==================== mem_access_ctrl_flat
Figure 1. Clock wires, drivers and flops (mem_access_ctrl_flat).
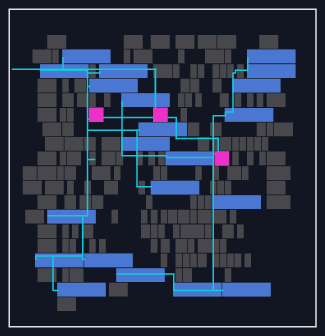

$ cat src/rtl/mem_ctrl_defs.sv
// Shared definitions for the data-memory access controller and the data memory.
// Holds the FSM state encodings, the default bus widths shared with the data
// memory, and the width of the load wait-state counter.
package mem_ctrl_defs;

  localparam int unsigned DEF_DATA_WIDTH = 4;
  localparam int unsigned DEF_ADDR_WIDTH = 5;
  localparam int unsigned WAIT_CNT_WIDTH = 4;

  typedef logic [1:0]                state_t;
  typedef logic [WAIT_CNT_WIDTH-1:0] wait_cnt_t;

  localparam state_t S_IDLE   = 2'd0;
  localparam state_t S_ACCESS = 2'd1;
  localparam state_t S_RESP   = 2'd2;

endpackage

$ cat src/rtl/mem_access_ctrl_if.sv
// Request/response handshake bundle between the CPU memory stage and the
// access controller.
//   master : CPU side  - drives req_valid/req_write/req_addr/req_wdata, rsp_ready
//   slave  : controller - drives req_ready, rsp_valid/rsp_write/rsp_rdata
interface mem_access_ctrl_if
  import mem_ctrl_defs::*;
#(
  parameter int unsigned DATA_WIDTH = DEF_DATA_WIDTH,
  parameter int unsigned ADDR_WIDTH = DEF_ADDR_WIDTH
) ();

  logic                  req_valid;
  logic                  req_ready;
  logic                  req_write;
  logic [ADDR_WIDTH-1:0] req_addr;
  logic [DATA_WIDTH-1:0] req_wdata;
  logic                  rsp_valid;
  logic                  rsp_ready;
  logic                  rsp_write;
  logic [DATA_WIDTH-1:0] rsp_rdata;

  modport master (
    output req_valid, req_write, req_addr, req_wdata, rsp_ready,
    input  req_ready, rsp_valid, rsp_write, rsp_rdata
  );

  modport slave (
    input  req_valid, req_write, req_addr, req_wdata, rsp_ready,
    output req_ready, rsp_valid, rsp_write, rsp_rdata
  );

endinterface

$ cat src/rtl/mem_wait_timer.sv
// Loadable down-counter used to stretch load accesses by a number of wait
// states. done is high whenever the count is zero; decrementing stops at zero.
//   clock, reset_n : clock and asynchronous active-low reset
//   load, load_value : load the counter (load has priority over dec)
//   dec            : decrement by one while nonzero
//   done           : count == 0
module mem_wait_timer
  import mem_ctrl_defs::*;
(
  input  logic      clock,
  input  logic      reset_n,
  input  logic      load,
  input  wait_cnt_t load_value,
  input  logic      dec,
  output logic      done
);

  wait_cnt_t count;

  always_ff @(posedge clock or negedge reset_n) begin
    if (!reset_n) begin
      count <= '0;
    end else if (load) begin
      count <= load_value;
    end else if (dec && (count != '0)) begin
      count <= count - 1'b1;
    end
  end

  assign done = (count == '0);

endmodule

$ cat src/rtl/mem_access_ctrl.sv
// Load/store initiator between the CPU memory stage and the data memory.
// One request at a time is accepted over bus (req_*), driven onto the memory
// lines, and answered with a held response over bus (rsp_*).
//   clock, reset_n  : clock, asynchronous active-low reset
//   bus             : request/response handshake (slave side)
//   mem_address     : data memory word address (registered at accept)
//   mem_write_data  : data memory write data (registered at accept)
//   mem_write       : write enable, high for the single store ACCESS cycle
//   mem_read        : read enable, high for every load ACCESS cycle
//   mem_read_data   : data memory read data
//   busy            : controller is not IDLE
module mem_access_ctrl
  import mem_ctrl_defs::*;
#(
  parameter int unsigned DATA_WIDTH  = DEF_DATA_WIDTH,
  parameter int unsigned ADDR_WIDTH  = DEF_ADDR_WIDTH,
  parameter int unsigned WAIT_STATES = 1
) (
  input  logic                  clock,
  input  logic                  reset_n,
  mem_access_ctrl_if.slave      bus,
  output logic [ADDR_WIDTH-1:0] mem_address,
  output logic [DATA_WIDTH-1:0] mem_write_data,
  output logic                  mem_write,
  output logic                  mem_read,
  input  logic [DATA_WIDTH-1:0] mem_read_data,
  output logic                  busy
);

  localparam wait_cnt_t LOAD_WAIT = wait_cnt_t'(WAIT_STATES);

  state_t                state;
  logic                  wr_q;
  logic [ADDR_WIDTH-1:0] addr_q;
  logic [DATA_WIDTH-1:0] wdata_q;
  logic                  rsp_write_q;
  logic [DATA_WIDTH-1:0] rsp_rdata_q;
  logic                  req_ready_int;
  logic                  accept;
  logic                  in_access;
  logic                  timer_done;

  // reset_n is folded in so req_ready is low while reset is held.
  assign req_ready_int = (state == S_IDLE) & reset_n;
  assign accept        = bus.req_valid & req_ready_int;
  assign in_access     = (state == S_ACCESS);

  mem_wait_timer u_wait_timer (
    .clock      (clock),
    .reset_n    (reset_n),
    .load       (accept),
    .load_value (bus.req_write ? wait_cnt_t'(0) : LOAD_WAIT),
    .dec        (in_access & ~wr_q),
    .done       (timer_done)
  );

  always_ff @(posedge clock or negedge reset_n) begin
    if (!reset_n) begin
      state       <= S_IDLE;
      wr_q        <= 1'b0;
      addr_q      <= '0;
      wdata_q     <= '0;
      rsp_write_q <= 1'b0;
      rsp_rdata_q <= '0;
    end else begin
      case (state)
        S_IDLE: begin
          if (accept) begin
            state   <= S_ACCESS;
            wr_q    <= bus.req_write;
            addr_q  <= bus.req_addr;
            wdata_q <= bus.req_wdata;
          end
        end
        S_ACCESS: begin
          if (wr_q) begin
            state       <= S_RESP;
            rsp_write_q <= 1'b1;
            rsp_rdata_q <= '0;
          end else if (timer_done) begin
            // Exit edge of a load doubles as the read-data sample edge.
            state       <= S_RESP;
            rsp_write_q <= 1'b0;
            rsp_rdata_q <= mem_read_data;
          end
        end
        S_RESP: begin
          if (bus.rsp_ready) begin
            state <= S_IDLE;
          end
        end
        default: state <= S_IDLE;
      endcase
    end
  end

  assign bus.req_ready  = req_ready_int;
  assign bus.rsp_valid  = (state == S_RESP);
  assign bus.rsp_write  = rsp_write_q;
  assign bus.rsp_rdata  = rsp_rdata_q;

  // Enables decode from the registered state, so an async reset drops them
  // immediately and a store aborted before its edge never writes.
  assign mem_write      = in_access & wr_q;
  assign mem_read       = in_access & ~wr_q;
  assign mem_address    = addr_q;
  assign mem_write_data = wdata_q;
  assign busy           = (state != S_IDLE);

endmodule

$ cat src/flat_wrapper.sv
// flat-port wrapper written by rule: the top's interface ports become plain ports
module mem_access_ctrl_flat import mem_ctrl_defs::*;
#(
  parameter int unsigned DATA_WIDTH  = DEF_DATA_WIDTH,
  parameter int unsigned ADDR_WIDTH  = DEF_ADDR_WIDTH,
  parameter int unsigned WAIT_STATES = 1
)
  (clock, reset_n, mem_address, mem_write_data, mem_write, mem_read, mem_read_data, busy, bus_req_valid, bus_req_write, bus_req_addr, bus_req_wdata, bus_rsp_ready, bus_req_ready, bus_rsp_valid, bus_rsp_write, bus_rsp_rdata);
  mem_access_ctrl_if #(.DATA_WIDTH(DATA_WIDTH), .ADDR_WIDTH(ADDR_WIDTH)) bus_i ();
  input  logic clock;
  input  logic reset_n;
  output logic [ADDR_WIDTH-1:0] mem_address;
  output logic [DATA_WIDTH-1:0] mem_write_data;
  output logic mem_write;
  output logic mem_read;
  input  logic [DATA_WIDTH-1:0] mem_read_data;
  output logic busy;
  input wire logic [$bits(bus_i.req_valid)-1:0] bus_req_valid;
  input wire logic [$bits(bus_i.req_write)-1:0] bus_req_write;
  input wire logic [$bits(bus_i.req_addr)-1:0] bus_req_addr;
  input wire logic [$bits(bus_i.req_wdata)-1:0] bus_req_wdata;
  input wire logic [$bits(bus_i.rsp_ready)-1:0] bus_rsp_ready;
  output wire logic [$bits(bus_i.req_ready)-1:0] bus_req_ready;
  output wire logic [$bits(bus_i.rsp_valid)-1:0] bus_rsp_valid;
  output wire logic [$bits(bus_i.rsp_write)-1:0] bus_rsp_write;
  output wire logic [$bits(bus_i.rsp_rdata)-1:0] bus_rsp_rdata;
  assign bus_i.req_valid = bus_req_valid;
  assign bus_i.req_write = bus_req_write;
  assign bus_i.req_addr = bus_req_addr;
  assign bus_i.req_wdata = bus_req_wdata;
  assign bus_i.rsp_ready = bus_rsp_ready;
  assign bus_req_ready = bus_i.req_ready;
  assign bus_rsp_valid = bus_i.rsp_valid;
  assign bus_rsp_write = bus_i.rsp_write;
  assign bus_rsp_rdata = bus_i.rsp_rdata;
  mem_access_ctrl #(.DATA_WIDTH(DATA_WIDTH), .ADDR_WIDTH(ADDR_WIDTH), .WAIT_STATES(WAIT_STATES)) u_core (.clock(clock), .reset_n(reset_n), .bus(bus_i), .mem_address(mem_address), .mem_write_data(mem_write_data), .mem_write(mem_write), .mem_read(mem_read), .mem_read_data(mem_read_data), .busy(busy));
endmodule
$ cat config.mk
export PLATFORM = sky130hd
export DESIGN_NAME = mem_access_ctrl_flat
export DESIGN_NICKNAME = d
export VERILOG_FILES = /design/src/rtl/mem_ctrl_defs.sv /design/src/rtl/mem_access_ctrl_if.sv /design/src/rtl/mem_wait_timer.sv /design/src/rtl/mem_access_ctrl.sv /design/src/flat_wrapper.sv
export SDC_FILE = /design/constraint.sdc
export NUM_CORES = 1
export LEC_CHECK = 0
export ABC_AREA = 1
export CAP_MARGIN = 30
export CORE_AREA = 2 2 55 57
export DETAILED_ROUTE_END_ITERATION = 8
export DIE_AREA = 0 0 57 59
export PLACE_DENSITY = 0.74
export SETUP_SLACK_MARGIN = 0.05
export SYNTH_ARGS = -nofsm -noshare
export SYNTH_HDL_FRONTEND = slang
export SYNTH_HIERARCHICAL = 1
export SYNTH_SLANG_ARGS = --single-unit
$ cat constraint.sdc
create_clock -name clock -period 2.6 [get_ports clock]
set_input_delay 0.78 -clock clock [delete_from_list [all_inputs] [get_ports clock]]
set_output_delay 0.78 -clock clock [all_outputs]
set_load 0.03 [all_outputs]
==================== boot_loader
### config.mk
export PLATFORM = sky130hd
export DESIGN_NAME = boot_loader
export DESIGN_NICKNAME = d
export VERILOG_FILES = /design/src/rtl/boot_loader.sv
export SDC_FILE = /design/constraint.sdc
export NUM_CORES = 1
export LEC_CHECK = 0
export ABC_CLOCK_PERIOD_IN_PS = 7100
export CORE_UTILIZATION = 55
export CTS_CLUSTER_SIZE = 16
export DETAILED_ROUTE_END_ITERATION = 6
export GPL_TIMING_DRIVEN = 0
export HOLD_SLACK_MARGIN = 0.06
export PLACE_DENSITY = 0.82
export SLEW_MARGIN = 20
export SYNTH_ARGS = -nofsm -noshare
export SYNTH_HDL_FRONTEND = slang
export SYNTH_SLANG_ARGS = --single-unit
### constraint.sdc
create_clock -name clk -period 7.1 [get_ports clk]
set_input_delay 1.42 -clock clk [delete_from_list [all_inputs] [get_ports clk]]
set_output_delay 1.42 -clock clk [all_outputs]
set_load 0.01 [all_outputs]
### src/rtl/boot_loader.sv
// Framed byte-stream boot loader: SYNC, 16-bit word count, little-endian data words, 8-bit sum.
// Streams each assembled word to the boot write port and keeps the core held until a frame verifies.
module boot_loader #(
    parameter logic [31:0] BASE_ADDR      = 32'h0000_0000,
    parameter int unsigned DEPTH_WORDS    = 1024,
    parameter int unsigned TIMEOUT_CYCLES = 1_000_000,
    parameter logic [7:0]  SYNC_BYTE      = 8'hA5
) (
    input  logic        clk,
    input  logic        reset,
    input  logic        rx_valid,
    input  logic [7:0]  rx_data,
    output logic        boot_wr_en,
    output logic [31:0] boot_wr_addr,
    output logic [31:0] boot_wr_data,
    output logic        core_hold,
    output logic        boot_busy,
    output logic        boot_done,
    output logic        boot_err
);

    localparam int unsigned   TW        = $clog2(TIMEOUT_CYCLES + 1);
    localparam logic [16:0]   DEPTH_LIM = 17'(DEPTH_WORDS);
    localparam logic [TW-1:0] TMO_LIM   = TW'(TIMEOUT_CYCLES);

    typedef enum logic [2:0] {
        S_IDLE,
        S_LEN_LO,
        S_LEN_HI,
        S_DATA,
        S_CSUM,
        S_DONE,
        S_ERROR
    } state_t;

    state_t        state, state_next;
    logic [15:0]   frame_len;
    logic [15:0]   word_idx;
    logic [1:0]    byte_idx;
    logic [7:0]    csum;
    logic [23:0]   word_buf;
    logic [TW-1:0] tmo_cnt;
    logic          in_frame;
    logic          tmo_hit;
    logic [15:0]   len_cand;

    assign in_frame = state inside {S_LEN_LO, S_LEN_HI, S_DATA, S_CSUM};
    // A byte arriving on the expiry cycle takes priority over the timeout.
    assign tmo_hit  = in_frame && !rx_valid && (tmo_cnt == TMO_LIM);
    assign len_cand = {rx_data, frame_len[7:0]};

    always_ff @(posedge clk or posedge reset) begin
        if (reset) begin
            state <= S_IDLE;
        end else begin
            state <= state_next;
        end
    end

    always_comb begin
        state_next = state;
        case (state)
            S_IDLE, S_ERROR: begin
                if (rx_valid && rx_data == SYNC_BYTE) state_next = S_LEN_LO;
            end
            S_LEN_LO: begin
                if (rx_valid) state_next = S_LEN_HI;
            end
            S_LEN_HI: begin
                if (rx_valid) begin
                    if (len_cand == 16'd0 || {1'b0, len_cand} > DEPTH_LIM) state_next = S_ERROR;
                    else                                                   state_next = S_DATA;
                end
            end
            S_DATA: begin
                if (rx_valid && byte_idx == 2'd3 && word_idx == frame_len - 16'd1) state_next = S_CSUM;
            end
            S_CSUM: begin
                if (rx_valid) state_next = (rx_data == csum) ? S_DONE : S_ERROR;
            end
            S_DONE:  state_next = S_DONE;
            default: state_next = S_IDLE;
        endcase
        if (tmo_hit) state_next = S_ERROR;
    end

    // Status flags are registered from the next state so they line up with the state register.
    always_ff @(posedge clk or posedge reset) begin
        if (reset) begin
            boot_wr_en   <= 1'b0;
            boot_wr_addr <= BASE_ADDR;
            boot_wr_data <= 32'd0;
            core_hold    <= 1'b1;
            boot_busy    <= 1'b0;
            boot_done    <= 1'b0;
            boot_err     <= 1'b0;
            frame_len    <= 16'd0;
            word_idx     <= 16'd0;
            byte_idx     <= 2'd0;
            csum         <= 8'd0;
            word_buf     <= 24'd0;
            tmo_cnt      <= '0;
        end else begin
            boot_wr_en <= 1'b0;
            core_hold  <= (state_next != S_DONE);
            boot_done  <= (state_next == S_DONE);
            boot_err   <= (state_next == S_ERROR);
            boot_busy  <= state_next inside {S_LEN_LO, S_LEN_HI, S_DATA, S_CSUM};

            if (!in_frame || rx_valid || tmo_hit) tmo_cnt <= '0;
            else                                  tmo_cnt <= tmo_cnt + TW'(1);

            if (rx_valid) begin
                case (state)
                    S_IDLE, S_ERROR: begin
                        if (rx_data == SYNC_BYTE) begin
                            csum     <= 8'd0;
                            word_idx <= 16'd0;
                            byte_idx <= 2'd0;
                        end
                    end
                    S_LEN_LO: frame_len[7:0]  <= rx_data;
                    S_LEN_HI: frame_len[15:8] <= rx_data;
                    S_DATA: begin
                        csum     <= csum + rx_data;
                        byte_idx <= byte_idx + 2'd1;
                        // Bytes enter at the top so the first byte ends up in [7:0].
                        if (byte_idx == 2'd3) begin
                            boot_wr_en   <= 1'b1;
                            boot_wr_addr <= BASE_ADDR + {14'd0, word_idx, 2'b00};
                            boot_wr_data <= {rx_data, word_buf};
                            word_idx     <= word_idx + 16'd1;
                        end else begin
                            word_buf <= {rx_data, word_buf[23:8]};
                        end
                    end
                    default: ;
                endcase
            end
        end
    end

endmodule

==================== sys_arr_feeder
$ cat config.mk
export PLATFORM = sky130hd
export DESIGN_NAME = sys_arr_feeder
export DESIGN_NICKNAME = d
export VERILOG_FILES = /design/src/rtl/sys_arr_feeder.sv
export SDC_FILE = /design/constraint.sdc
export NUM_CORES = 1
export LEC_CHECK = 0
export ABC_AREA = 0
export CORE_MARGIN = 8
export CORE_UTILIZATION = 50
export CTS_CLUSTER_DIAMETER = 120
export DETAILED_ROUTE_END_ITERATION = 10
export MAX_ROUTING_LAYER = met4
export PLACE_DENSITY_LB_ADDON = 0.25
export SLEW_MARGIN = 0
export SYNTH_ARGS = -nofsm -noshare
export SYNTH_HDL_FRONTEND = slang
export SYNTH_SLANG_ARGS = --single-unit
$ cat constraint.sdc
create_clock -name clock -period 6.95 [get_ports clock]
set_input_delay 1.7375 -clock clock [delete_from_list [all_inputs] [get_ports clock]]
set_output_delay 1.7375 -clock clock [all_outputs]
set_load 0.01 [all_outputs]
$ cat src/rtl/sys_arr_feeder.sv
// sys_arr_feeder: loads one sysArrRow's weights/bias, then streams buffered activations and flushes the row.
// Optional feature macro SYS_ARR_FEEDER_BUBBLE_CNT_EN adds a saturating count of empty-FIFO stream cycles.
module sys_arr_feeder #(
  parameter int row_width    = 4,
  parameter int fifo_depth   = 8,
  parameter int drain_cycles = 4
) (
  input  logic                    clock,
  input  logic                    reset,
  input  logic                    w_valid,
  output logic                    w_ready,
  input  logic [8*row_width-1:0]  w_data,
  input  logic [16*row_width-1:0] b_data,
  input  logic                    a_valid,
  output logic                    a_ready,
  input  logic [7:0]              a_data,
  input  logic                    a_last,
  output logic [8*row_width-1:0]  win,
  output logic [row_width-1:0]    wwrite,
  output logic [16*row_width-1:0] sumin,
  output logic [7:0]              datain,
  output logic                    active,
  output logic                    busy,
  output logic                    done
`ifdef SYS_ARR_FEEDER_BUBBLE_CNT_EN
  ,
  output logic [15:0]             bubble_cnt
`endif
);

  localparam int ptr_w  = (fifo_depth > 1) ? $clog2(fifo_depth) : 1;
  localparam int cnt_w  = ptr_w + 1;
  localparam int dcnt_w = (drain_cycles > 1) ? $clog2(drain_cycles) : 1;

  typedef enum logic [1:0] {
    IDLE   = 2'd0,
    LOAD   = 2'd1,
    STREAM = 2'd2,
    DRAIN  = 2'd3
  } state_t;

  state_t                  state_r, state_s;
  logic [8:0]              mem_r [fifo_depth];
  logic [ptr_w-1:0]        wr_ptr_r, rd_ptr_r;
  logic [cnt_w-1:0]        count_r;
  logic                    push_s, pop_s, full_s, empty_s;
  logic [8:0]              head_s;
  logic [8*row_width-1:0]  win_r, win_s;
  logic [16*row_width-1:0] sumin_r, sumin_s;
  logic [row_width-1:0]    wwrite_r, wwrite_s;
  logic [7:0]              datain_r, datain_s;
  logic                    active_r, active_s;
  logic                    done_r, done_s;
  logic [dcnt_w-1:0]       drain_cnt_r, drain_cnt_s;
  logic                    w_accept_s;

  assign full_s  = (count_r == cnt_w'(fifo_depth));
  assign empty_s = (count_r == cnt_w'(0));
  assign head_s  = mem_r[rd_ptr_r];
  // a_ready depends only on the registered count, never on a_valid
  assign push_s  = a_valid && !full_s;
  assign a_ready = !full_s;
  assign w_ready = (state_r == IDLE);
  assign busy    = (state_r != IDLE);

  assign win    = win_r;
  assign sumin  = sumin_r;
  assign wwrite = wwrite_r;
  assign datain = datain_r;
  assign active = active_r;
  assign done   = done_r;

  // Next-state and next-output decode for the pass sequencer
  always_comb begin
    state_s     = state_r;
    win_s       = win_r;
    sumin_s     = sumin_r;
    wwrite_s    = {row_width{1'b0}};
    datain_s    = 8'h00;
    active_s    = active_r;
    done_s      = 1'b0;
    drain_cnt_s = drain_cnt_r;
    pop_s       = 1'b0;
    w_accept_s  = 1'b0;
    case (state_r)
      IDLE: begin
        active_s = 1'b0;
        if (w_valid) begin
          w_accept_s = 1'b1;
          win_s      = w_data;
          sumin_s    = b_data;
          wwrite_s   = {row_width{1'b1}};
          state_s    = LOAD;
        end else begin
          state_s = IDLE;
        end
      end
      LOAD: begin
        active_s = 1'b1;
        state_s  = STREAM;
      end
      STREAM: begin
        active_s = 1'b1;
        if (!empty_s) begin
          pop_s    = 1'b1;
          datain_s = head_s[7:0];
          if (head_s[8]) begin
            state_s     = DRAIN;
            drain_cnt_s = dcnt_w'(drain_cycles - 1);
          end else begin
            state_s = STREAM;
          end
        end else begin
          datain_s = 8'h00;
        end
      end
      DRAIN: begin
        if (drain_cnt_r == dcnt_w'(0)) begin
          done_s   = 1'b1;
          active_s = 1'b0;
          state_s  = IDLE;
        end else begin
          drain_cnt_s = drain_cnt_r - dcnt_w'(1);
          active_s    = 1'b1;
        end
      end
      default: begin
        active_s = 1'b0;
        state_s  = IDLE;
      end
    endcase
  end

  // State and registered row-facing outputs
  always_ff @(posedge clock) begin
    if (reset) begin
      state_r     <= IDLE;
      win_r       <= {(8*row_width){1'b0}};
      sumin_r     <= {(16*row_width){1'b0}};
      wwrite_r    <= {row_width{1'b0}};
      datain_r    <= 8'h00;
      active_r    <= 1'b0;
      done_r      <= 1'b0;
      drain_cnt_r <= dcnt_w'(0);
    end else begin
      state_r     <= state_s;
      win_r       <= win_s;
      sumin_r     <= sumin_s;
      wwrite_r    <= wwrite_s;
      datain_r    <= datain_s;
      active_r    <= active_s;
      done_r      <= done_s;
      drain_cnt_r <= drain_cnt_s;
    end
  end

  // FIFO storage; contents need no reset since the count gates every read
  always_ff @(posedge clock) begin
    if (push_s) begin
      mem_r[wr_ptr_r] <= {a_last, a_data};
    end
  end

  // FIFO pointers and occupancy; power-of-2 depth lets pointers wrap naturally
  always_ff @(posedge clock) begin
    if (reset) begin
      wr_ptr_r <= ptr_w'(0);
      rd_ptr_r <= ptr_w'(0);
      count_r  <= cnt_w'(0);
    end else begin
      if (push_s) begin
        wr_ptr_r <= wr_ptr_r + ptr_w'(1);
      end
      if (pop_s) begin
        rd_ptr_r <= rd_ptr_r + ptr_w'(1);
      end
      case ({push_s, pop_s})
        2'b10:   count_r <= count_r + cnt_w'(1);
        2'b01:   count_r <= count_r - cnt_w'(1);
        default: count_r <= count_r;
      endcase
    end
  end

`ifdef SYS_ARR_FEEDER_BUBBLE_CNT_EN
  logic [15:0] bubble_cnt_r;
  assign bubble_cnt = bubble_cnt_r;

  // Saturating count of STREAM cycles that found the FIFO empty
  always_ff @(posedge clock) begin
    if (reset) begin
      bubble_cnt_r <= 16'h0000;
    end else if (w_accept_s) begin
      bubble_cnt_r <= 16'h0000;
    end else if ((state_r == STREAM) && empty_s && (bubble_cnt_r != 16'hFFFF)) begin
      bubble_cnt_r <= bubble_cnt_r + 16'h0001;
    end else begin
      bubble_cnt_r <= bubble_cnt_r;
    end
  end
`endif

endmodule

==================== fifo_status_monitor
$ cat config.mk
export PLATFORM = sky130hd
export DESIGN_NAME = fifo_status_monitor
export DESIGN_NICKNAME = d
export VERILOG_FILES = /design/src/rtl/fifo_status_monitor_pkg.sv /design/src/rtl/fifo_status_monitor_counter.sv /design/src/rtl/fifo_status_monitor.sv
export SDC_FILE = /design/constraint.sdc
export NUM_CORES = 1
export LEC_CHECK = 0
export ABC_AREA = 0
export CAP_MARGIN = 20
export CORE_MARGIN = 5
export CORE_UTILIZATION = 60
export CTS_CLUSTER_SIZE = 16
export DETAILED_ROUTE_END_ITERATION = 7
export MAX_ROUTING_LAYER = met4
export PLACE_DENSITY = 0.9
export SLEW_MARGIN = 20
export SYNTH_ARGS = -nofsm -noshare
export SYNTH_HDL_FRONTEND = slang
export SYNTH_HIERARCHICAL = 1
export SYNTH_SLANG_ARGS = --single-unit
export TNS_END_PERCENT = 5
$ cat constraint.sdc
create_clock -name clk -period 8.7 [get_ports clk]
set_input_delay 2.175 -clock clk [delete_from_list [all_inputs] [get_ports clk]]
set_output_delay 2.175 -clock clk [all_outputs]
set_load 0.02 [all_outputs]
$ cat src/rtl/fifo_status_monitor_pkg.sv
// Shared constants for the FIFO status monitor: FIFO indices, threshold
// word layout and FSM state encoding.
package fifo_status_monitor_pkg;

   localparam int NUM_FIFO = 5;

   localparam int IDX_MF  = 0;
   localparam int IDX_VC0 = 1;
   localparam int IDX_D0  = 2;
   localparam int IDX_VC1 = 3;
   localparam int IDX_D1  = 4;

   localparam int UMB_W   = 14;

   // umbrales_I = {MF[13:12], VC0[11:8], D0[7:6], VC1[5:2], D1[1:0]}
   localparam int OFF_MF  = 12;
   localparam int W_MF    = 2;
   localparam int OFF_VC0 = 8;
   localparam int W_VC0   = 4;
   localparam int OFF_D0  = 6;
   localparam int W_D0    = 2;
   localparam int OFF_VC1 = 2;
   localparam int W_VC1   = 4;
   localparam int OFF_D1  = 0;
   localparam int W_D1    = 2;

   typedef enum logic {
      UNCFG  = 1'b0,
      ACTIVE = 1'b1
   } state_t;

   // Bit offset of a FIFO's threshold field inside umbrales_I
   function automatic int th_off(input int idx);
      case (idx)
         IDX_MF:  th_off = OFF_MF;
         IDX_VC0: th_off = OFF_VC0;
         IDX_D0:  th_off = OFF_D0;
         IDX_VC1: th_off = OFF_VC1;
         default: th_off = OFF_D1;
      endcase
   endfunction

   // Width of a FIFO's threshold field; the wide ones belong to the deep FIFOs
   function automatic int th_w(input int idx);
      case (idx)
         IDX_VC0: th_w = W_VC0;
         IDX_VC1: th_w = W_VC1;
         default: th_w = W_MF;
      endcase
   endfunction

endpackage

$ cat src/rtl/fifo_status_monitor_counter.sv
// One FIFO's occupancy tracker: saturating counter, sticky over/underflow
// flag and almost-full threshold compare. All outputs are registered from
// the post-update count so they follow a strobe by one cycle.
module fifo_occupancy_counter #(
   parameter int DEPTH = 4,
   parameter int TH_W  = 2
) (
   input  logic            clk,
   input  logic            reset,
   input  logic            push,
   input  logic            pop,
   input  logic            err_clear,
   input  logic            active,
   input  logic [TH_W-1:0] th,
   output logic            empty,
   output logic            error,
   output logic            almost_full,
   output logic            af_nxt
);

   localparam int CW = $clog2(DEPTH) + 1;

   logic [CW-1:0] cnt_q;
   logic [CW-1:0] cnt_d;
   logic [CW-1:0] th_ext;
   logic          ev;

   assign th_ext = {{(CW-TH_W){1'b0}}, th};

   // Next count and error event; illegal strobes hold the count, except a
   // push&pop on empty where the push still lands.
   always_comb begin
      cnt_d = cnt_q;
      ev    = 1'b0;
      case ({push, pop})
         2'b10: begin
            if (cnt_q == CW'(DEPTH)) ev = 1'b1;
            else                     cnt_d = cnt_q + CW'(1);
         end
         2'b01: begin
            if (cnt_q == '0) ev = 1'b1;
            else             cnt_d = cnt_q - CW'(1);
         end
         2'b11: begin
            if (cnt_q == '0) begin
               ev    = 1'b1;
               cnt_d = CW'(1);
            end
         end
         default: ;
      endcase
      af_nxt = active && (th != '0) && (cnt_d >= th_ext);
   end

   // Register count and status; a new error event beats a simultaneous clear
   always_ff @(posedge clk or posedge reset) begin
      if (reset) begin
         cnt_q       <= '0;
         empty       <= 1'b1;
         error       <= 1'b0;
         almost_full <= 1'b0;
      end else begin
         cnt_q       <= cnt_d;
         empty       <= (cnt_d == '0);
         error       <= (error & ~err_clear) | ev;
         almost_full <= af_nxt;
      end
   end

endmodule

$ cat src/rtl/fifo_status_monitor.sv
// Flow-control responder: holds the threshold register and config FSM,
// fans the packed threshold word out to five per-FIFO trackers and
// produces the global pause.
module fifo_status_monitor
   import fifo_status_monitor_pkg::*;
#(
   parameter int DEPTH_S = 4,
   parameter int DEPTH_L = 16
) (
   input  logic        clk,
   input  logic        reset,
   input  logic        load_umbrales,
   input  logic [13:0] umbrales_I,
   input  logic [4:0]  push,
   input  logic [4:0]  pop,
   input  logic        err_clear,
   output logic [4:0]  FIFO_empty,
   output logic [4:0]  FIFO_error,
   output logic [4:0]  almost_full,
   output logic        pause,
   output logic        configured
);

   state_t             state_q;
   logic [UMB_W-1:0]   th_q;
   logic [NUM_FIFO-1:0] af_nxt;
   logic               active;

   assign active = (state_q == ACTIVE);

   // Config FSM, threshold capture and registered pause
   always_ff @(posedge clk or posedge reset) begin
      if (reset) begin
         state_q    <= UNCFG;
         th_q       <= '0;
         configured <= 1'b0;
         pause      <= 1'b0;
      end else begin
         pause <= |af_nxt;
         case (state_q)
            UNCFG: begin
               if (load_umbrales) begin
                  state_q    <= ACTIVE;
                  th_q       <= umbrales_I;
                  configured <= 1'b1;
               end
            end
            ACTIVE: begin
               if (load_umbrales) th_q <= umbrales_I;
            end
         endcase
      end
   end

   for (genvar i = 0; i < NUM_FIFO; i++) begin : g_fifo
      if (th_w(i) == W_VC0) begin : g_l
         fifo_occupancy_counter #(.DEPTH(DEPTH_L), .TH_W(W_VC0)) u_cnt (
            .clk         (clk),
            .reset       (reset),
            .push        (push[i]),
            .pop         (pop[i]),
            .err_clear   (err_clear),
            .active      (active),
            .th          (th_q[th_off(i) +: W_VC0]),
            .empty       (FIFO_empty[i]),
            .error       (FIFO_error[i]),
            .almost_full (almost_full[i]),
            .af_nxt      (af_nxt[i])
         );
      end else begin : g_s
         fifo_occupancy_counter #(.DEPTH(DEPTH_S), .TH_W(W_MF)) u_cnt (
            .clk         (clk),
            .reset       (reset),
            .push        (push[i]),
            .pop         (pop[i]),
            .err_clear   (err_clear),
            .active      (active),
            .th          (th_q[th_off(i) +: W_MF]),
            .empty       (FIFO_empty[i]),
            .error       (FIFO_error[i]),
            .almost_full (almost_full[i]),
            .af_nxt      (af_nxt[i])
         );
      end
   end

endmodule

Figure 2. Placed cells, one colour a class (fifo_status_monitor).
Fill, decap, tap and diode cells in grey.
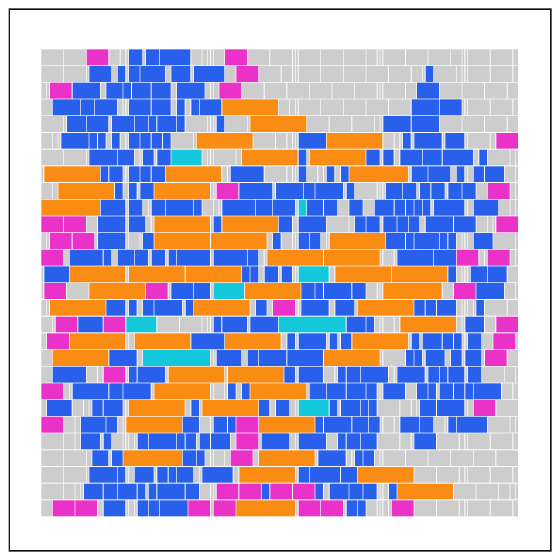
legend:
  clock drivers and dummy loads:
    colour: cyan
    cells: 8
    share_of_their_area: 3.2%
  flops:
    colour: orange
    cells: 51
    share_of_their_area: 31%
  combinational and other logic:
    colour: blue
    cells: 298
    share_of_their_area: 55%
  other buffers and delay cells:
    colour: magenta
    cells: 44
    share_of_their_area: 11%

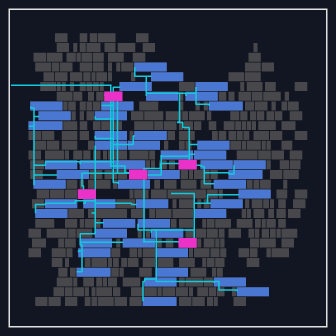
Figure 3: fifo_status_monitor, clock wires, drivers and flops.
legend:
  flip-flops:
    colour: blue
    count: 51
  clock drivers:
    colour: magenta
    count: 5
  clock wires:
    colour: cyan
    length: 561 µm
routed clock nets: 6

==> results.txt, fifo_status_monitor <==
run metrics: Max-area cell share about a third, FMAX ~210 MHz, num ports 45, crit end category flip-flop, Min-Delay Endpoint configured, comb. cell area ~2000 µm², status complete, no violations, total power 1270 µW, Worst path top cell family by delay AND-OR/OR-AND gates, Comb/total area 47.9%, cell type with the largest total area dfrtp_1, EDFF count, synth 0, CTS tree built, Die W 87.9 µm, multi-input gates roughly 240, most numerous cell in the Yosys netlist inv_1, Hold Path Stages 1, reg-to-reg endpoint pause, inverter count 59, CLK BUF 6, # Cells Yosys 361
-- fifo_status_monitor: layer usage --
layer  vias up  wire, µm  track usage, %
li1       1358         -               -
met1      1324      3200            26.6
met3        22       412            3.10
met5         -         0               -
met4         0       246            8.65
met2        92      3930            38.5
-- fifo_status_monitor: stage by stage --
stage | hold slack [ns] | util [%] | worst slack [ns]
finish | 0.470 | 70.6 | 3.95
CTS | 0.474 | 70.6 | 3.96
global route | 0.494 | 70.6 | 3.80
floorplan | 0.494 | - | 4.26
detailed placement | 0.451 | 68.4 | 3.64
global placement | 0.457 | 68.4 | 3.74
-- fifo_status_monitor: logic make-up (layout without fill, tap and decap cells) --
kind of cell / after synthesis / after routing / share of synthesized area, %
AND-OR/OR-AND: 87 / 87 / 17.0
XOR/XNOR: 2 / 2 / 0.481
adder cells (fa/ha/maj): 34 / 34 / 11.7
buffers and inverters: 71 / 111 / 9.82
flip-flops: 51 / 51 / 35.2
multiplexers: 22 / 22 / 7.35
AND/OR/NAND/NOR: 94 / 94 / 18.5
-- fifo_status_monitor: power by group through the flow --
stage	clock, µW	sequential, µW	combinational [µW]
floorplan	0	419	472
CTS	194	417	658
global placement	0	417	608
finish	192	419	657
detailed placement	0	420	647
global route	205	432	735
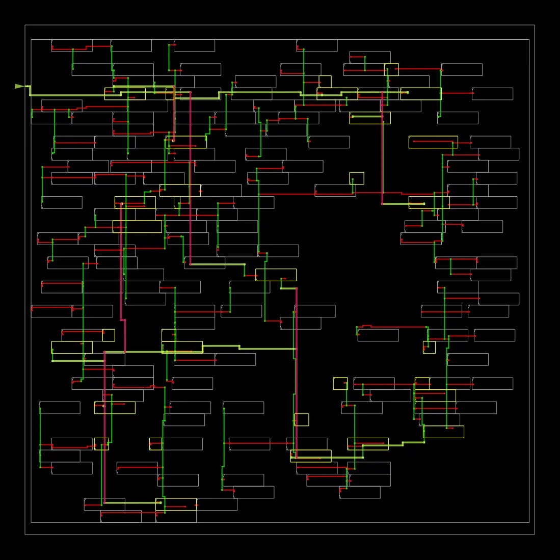
Figure 4: boot_loader, clock routing.
FF+latch count: 142
CLK BUF: 18
Clk power: 889 µW

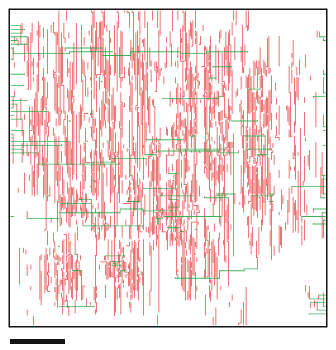
Figure 5: boot_loader, signal wires by layer.
Scale bar: 20 µm. Only two layers are drawn.
legend:
  metal 3:
    colour: green
    wire_length: 745 µm
  metal 2:
    colour: red
    wire_length: 8060 µm

==> results.txt, boot_loader <==
run metrics: Hold Startpoint boot_wr_data[16], Die Size 13200 µm², Clock Latency Late Sink 0.44 ns, FILL cells roughly 900, Core Box Area 12200 µm², setup slack, reg-to-reg 3.86 ns, Gate Count Post-Synth 636, Hold Path Stages 1, HP Class reg -> reg, dpl cells 882, #FFs+latches synth 142, Slowest-stage cell, CP clkdlybuf4s50_1, Worst Tran Pin Value between 0.7 and 0.8 ns, peak supply drop 275 µV, reg-to-reg endpoint boot_busy, max reg flops 32, layout cells sized above 1 14.3%, xor/xnor share 7.46%, post-route clock period utilization 55.9%, post-layout util between 60 and 70%, M2 GR Usage 44.9%, initial DRC count 294, WP data required between 7 and 8 ns, final hold vios 0, Worst Setup SP rx_data[5], crit end category flip-flop, mapped cell area 7000 µm², Final WS setup ~3.1 ns, Min Hold Slack 0.485 ns, GRT met1 Usage 33.0%, CTS tree built, Seq area share about two fifths, antenna cell count 0, Reg area 3550 µm², routed wire length about 16000 µm, Final Cell Area roughly 8500 µm², status complete, no violations, inverter count 24, vias per cell 5.60, post-route ant nets 0, final instance count without filler cells 914, global route overflow 0, setup violators final 0, Die Y 115 µm, r2r startpoint frame_len[0], num rows ~40, core utilization at floorplan 57.3%, # Cells Yosys 636, dominant kind of cell by area registers, Critical Path Fanout Max 7, comb. cell area around 3200 µm², Static Leak approximately 0.0039 µW, number of synthesis warnings 0
-- boot_loader: cell usage after synthesis, drive strengths merged, types with 4 or more instances --
| cell | instances | area [µm²] |
|---|---|---|
| nand3 | 23 | 115 |
| clkbuf | 18 | 67.6 |
| nor4 | 8 | 56.3 |
| mux2 | 80 | 905 |
| and3 | 12 | 75.1 |
| nand2 | 41 | 154 |
| nor2 | 62 | 233 |
| nor2b | 4 | 25.0 |
| or4 | 4 | 33.8 |
| a21oi | 14 | 77.6 |
| o21ai | 23 | 115 |
| nor3 | 11 | 55.1 |
| xor2 | 24 | 210 |
| xnor2 | 33 | 289 |
| o22ai | 6 | 37.5 |
| or3 | 4 | 25.0 |
| nand2b | 4 | 25.0 |
| inv | 24 | 90.1 |
| buf | 25 | 169 |
| dfrtp | 141 | 3530 |
| nand4 | 11 | 68.8 |
| ha | 13 | 163 |
-- boot_loader: metal layers --
layer | vias to the layer above | wire [µm]
met5 | - | 0
met4 | 0 | 311
met3 | 29 | 745
met2 | 150 | 8060
met1 | 2554 | 6730
li1 | 2384 | -
-- boot_loader: where the power goes --
part           internal [µW]  switching [µW]  total, µW
clock                    521             367        889
sequential               954             120       1070
combinational            354             425        779
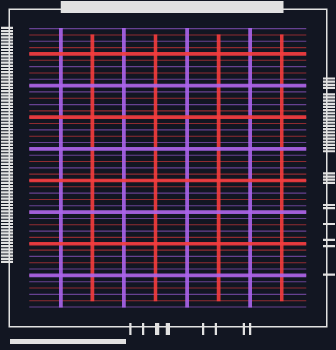
Figure 6: sys_arr_feeder, power grid.
Scale bar: 50 µm. Pins as bars on the die edge.
legend:
  VDD:
    colour: red
  VSS:
    colour: purple
met1 rails: 45
rows: 44
signal pins: 222
met4 straps: 8
met5 straps: 8

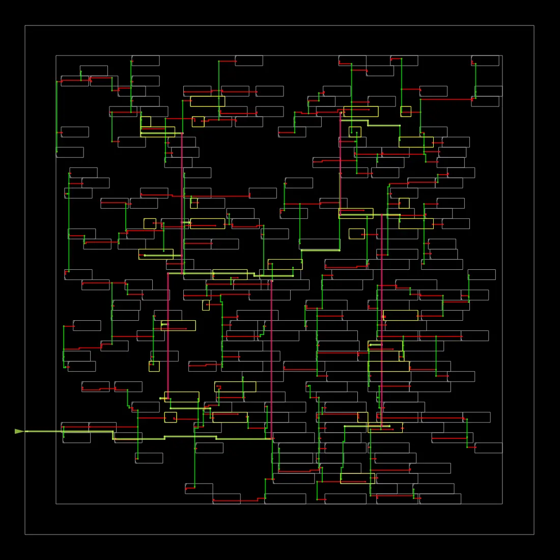
Figure 7: sys_arr_feeder, clock routing.
CLK BUF: 17
Clock Latency Late Sink: 0.43 ns
Clk power: 964 µW
Worst Clk Skew: 0.00625 ns

==> results.txt, sys_arr_feeder <==
run metrics: status complete, no violations, first-pass GRT wire length 29500 µm, Distinct lib cells used 37, Min Hold Slack roughly 0.45 ns, DRT Pass-1 Iters 5, peak supply drop 264 µV, total track usage 21.2%, cell area after placement 9500 µm², Seq area share 46.1%, core utilization at floorplan 50.4%, Post-CTS Resized 0, Avg Inst Size Synth 10.9 µm², metal3 WL ~1400 µm, AO/OA Area Share around 8.3%, total power 3220 µW, post-route ant nets 0, # Cells Yosys 658, met3 Usage GRT 5.95%, Root Buffer clkbuf_16, setup violators final 0, RSZ-0062 raised after global routing no, routed len/inst 18.0 µm, Die Size 18500 µm², Clock Pin Slew Worst Setup and Hold Paths 0.07 ns, multi-input gates just over 400, sequential share of power 43.7%, post-route clock period utilization 53.5%, critical-path cell list or4b_1 -> clkdlybuf4s50_1, comb area leader simple AND/OR/NAND/NOR gates, AND/OR/NAND/NOR Cells, Area Fraction 14.0%, Sink Count slightly below 200, num rows 44, dpl cells 1026, Reg with most FFs mem_r, Top cell excl fill/tap clkdlybuf4s50_1, fin. max-slew vios 0, mapped cell area 7180 µm², Reg area 4640 µm², Static Leak 0.00357 µW, dominant kind of cell by area registers, global route overflow 0, NumNets Final about 1000, buffering overhead 22.5%
[sys_arr_feeder: cells in the mapped netlist, drive strengths merged (2+ instances only)]
| cell | n | share of area (%) |
|---|---|---|
| a211oi | 2 | 0.21 |
| a21oi | 103 | 7.2 |
| a311oi | 3 | 0.37 |
| buf | 13 | 0.98 |
| clkbuf | 32 | 1.7 |
| dfxtp | 124 | 35 |
| edfxtp | 72 | 30 |
| ha | 9 | 1.6 |
| inv | 6 | 0.31 |
| mux2 | 2 | 0.37 |
| mux2i | 10 | 1.4 |
| mux4 | 18 | 5.9 |
| nand2 | 201 | 11 |
| nand2b | 5 | 0.44 |
| nand3 | 4 | 0.28 |
| nor2 | 26 | 1.4 |
| nor2b | 2 | 0.17 |
| nor3 | 5 | 0.35 |
| nor4 | 3 | 0.26 |
| xor2 | 6 | 0.73 |
[sys_arr_feeder: path summary, 6_finish.rpt]
path | startpoint | endpoint | slack, ns | depth (start not counted)
max | count_r[0] | a_ready | 3.23 | 2
min | sumin[53] | sumin[53] | 0.45 | 2
max reg2reg | count_r[0] | count_r[2] | 4.17 | 9
min reg2reg | sumin[53] | sumin[53] | 0.45 | 2
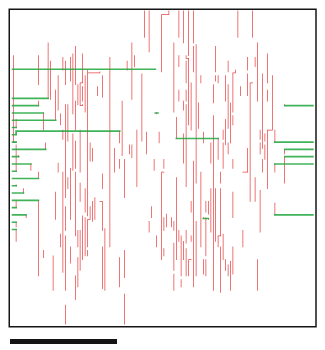
Figure 8: mem_access_ctrl_flat, signal wires by layer.
Scale bar: 20 µm. Only two layers are drawn.
legend:
  metal 3:
    colour: green
    wire_length: 149 µm
  metal 2:
    colour: red
    wire_length: 1150 µm

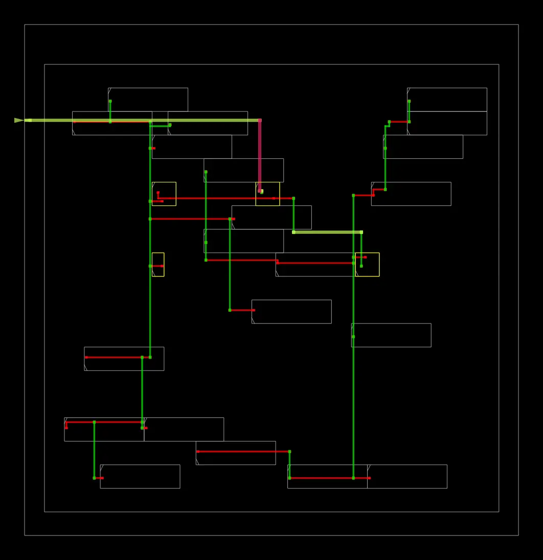
Figure 9: mem_access_ctrl_flat, clock routing.
FF+latch count: 21
Clk power: 156 µW

## Picture notes: Figure 1
legend:
  clock drivers:
    colour: magenta
    count: 3
  flip-flops:
    colour: blue
    count: 21
  clock wires:
    colour: cyan
    length: 269 µm
flops lie: spread over the die
routed clock nets: 4

==> results.txt, mem_access_ctrl_flat <==
run metrics: Hold Path Stages 2, met3 Usage GRT 4.80%, FMAX 422 MHz, Min-Delay Endpoint u_core/bus.rsp_rdata[2], yosys synthesis chip area approximately 1100 µm², CTS Buffer Depth 2, MaxCap Viol Count 0, Static Leak about 0.00084 µW, dpl hpwl 1840 µm, status complete, no violations, gp weighted congestion 0.854, xor/xnor share 0%, Place WS 0.184 ns, antenna cell count 0, Distinct lib cells used 21, Avg Inst Size Synth approximately 7.6 µm², critical path endpoint bus_rsp_valid, routed len/inst 10.9 µm, Max stage delay on crit path 0.69 ns, Root Buffer clkbuf_4
## mem_access_ctrl_flat: timing repair
item | in CTS | in global routing
hold buffers | 0 | 0
setup endpoints to repair | 0 | 2
hold endpoints to repair | 0 | 0
gates resized | 0 | 2
## mem_access_ctrl_flat: final cells by class
cell class,count,area [µm²]
timing repair buffer,41,400
clock buffer,4,26.3
fill,285,1180
sequential,21,526
tap,31,38.8
inverter,21,78.8
multi-input combinational,99,457
## mem_access_ctrl_flat: cell usage after synthesis
cell      instances
nand3_1           7
buf_6             1
o21ai_1           1
ha_1              1
nand4_1          10
buf_4             1
inv_1            19
nor2_1           10
nand2_4           1
buf_2             1
nand3b_1          2
nor2_2            3
dfrtp_1          21
nand2_2           4
o21ai_0           2
nand2_1          54
conb_1            1
nand3_2           1
clkinv_1          1
clkbuf_1          1
inv_2             1
## mem_access_ctrl_flat: power by group
part	internal [µW]	switching [µW]
Combinational	411	617
Sequential	473	111
Clock	59.7	96.4
Total	943	824
## mem_access_ctrl_flat: registers in the layout (all words and copies together) (netlist names)
name	count
u_core/u_wait_timer/count	4
u_core/bus.rsp_rdata	4
u_core/bus.rsp_write	1
u_core/mem_write_data	4
u_core/mem_address	5
u_core/state	2
u_core/wr_q	1


==> screenshots <==
Placed cells, one colour a class.
Fill, decap, tap and diode cells in grey.
(a)
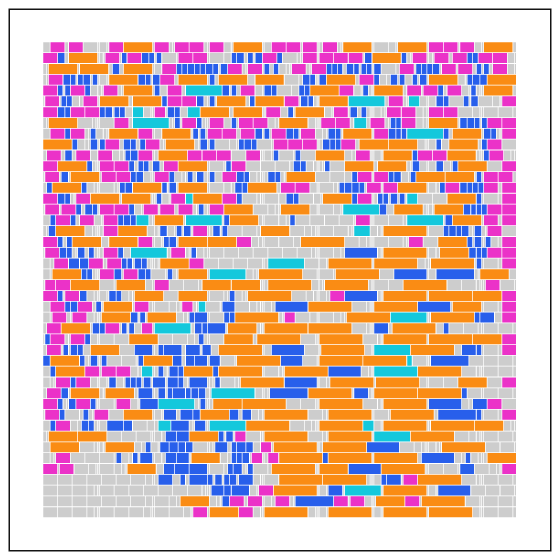
(b)
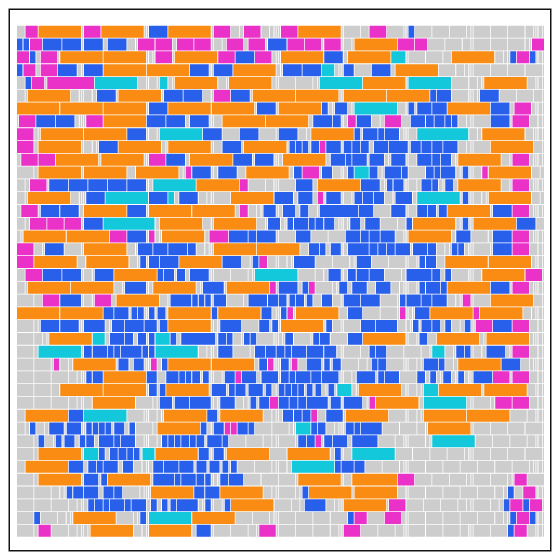
(c)
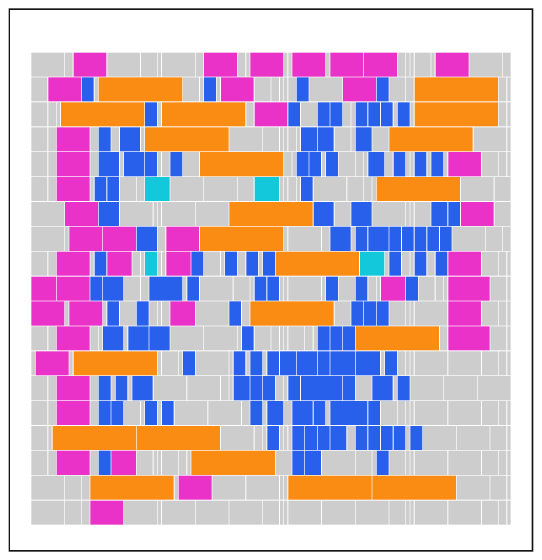
- most cells: (a)
- most sequential cells: (a)
For boot_loader, see (b).
For sys_arr_feeder, see (a).
For mem_access_ctrl_flat, see (c).

Power and IR drop assume default switching activity.
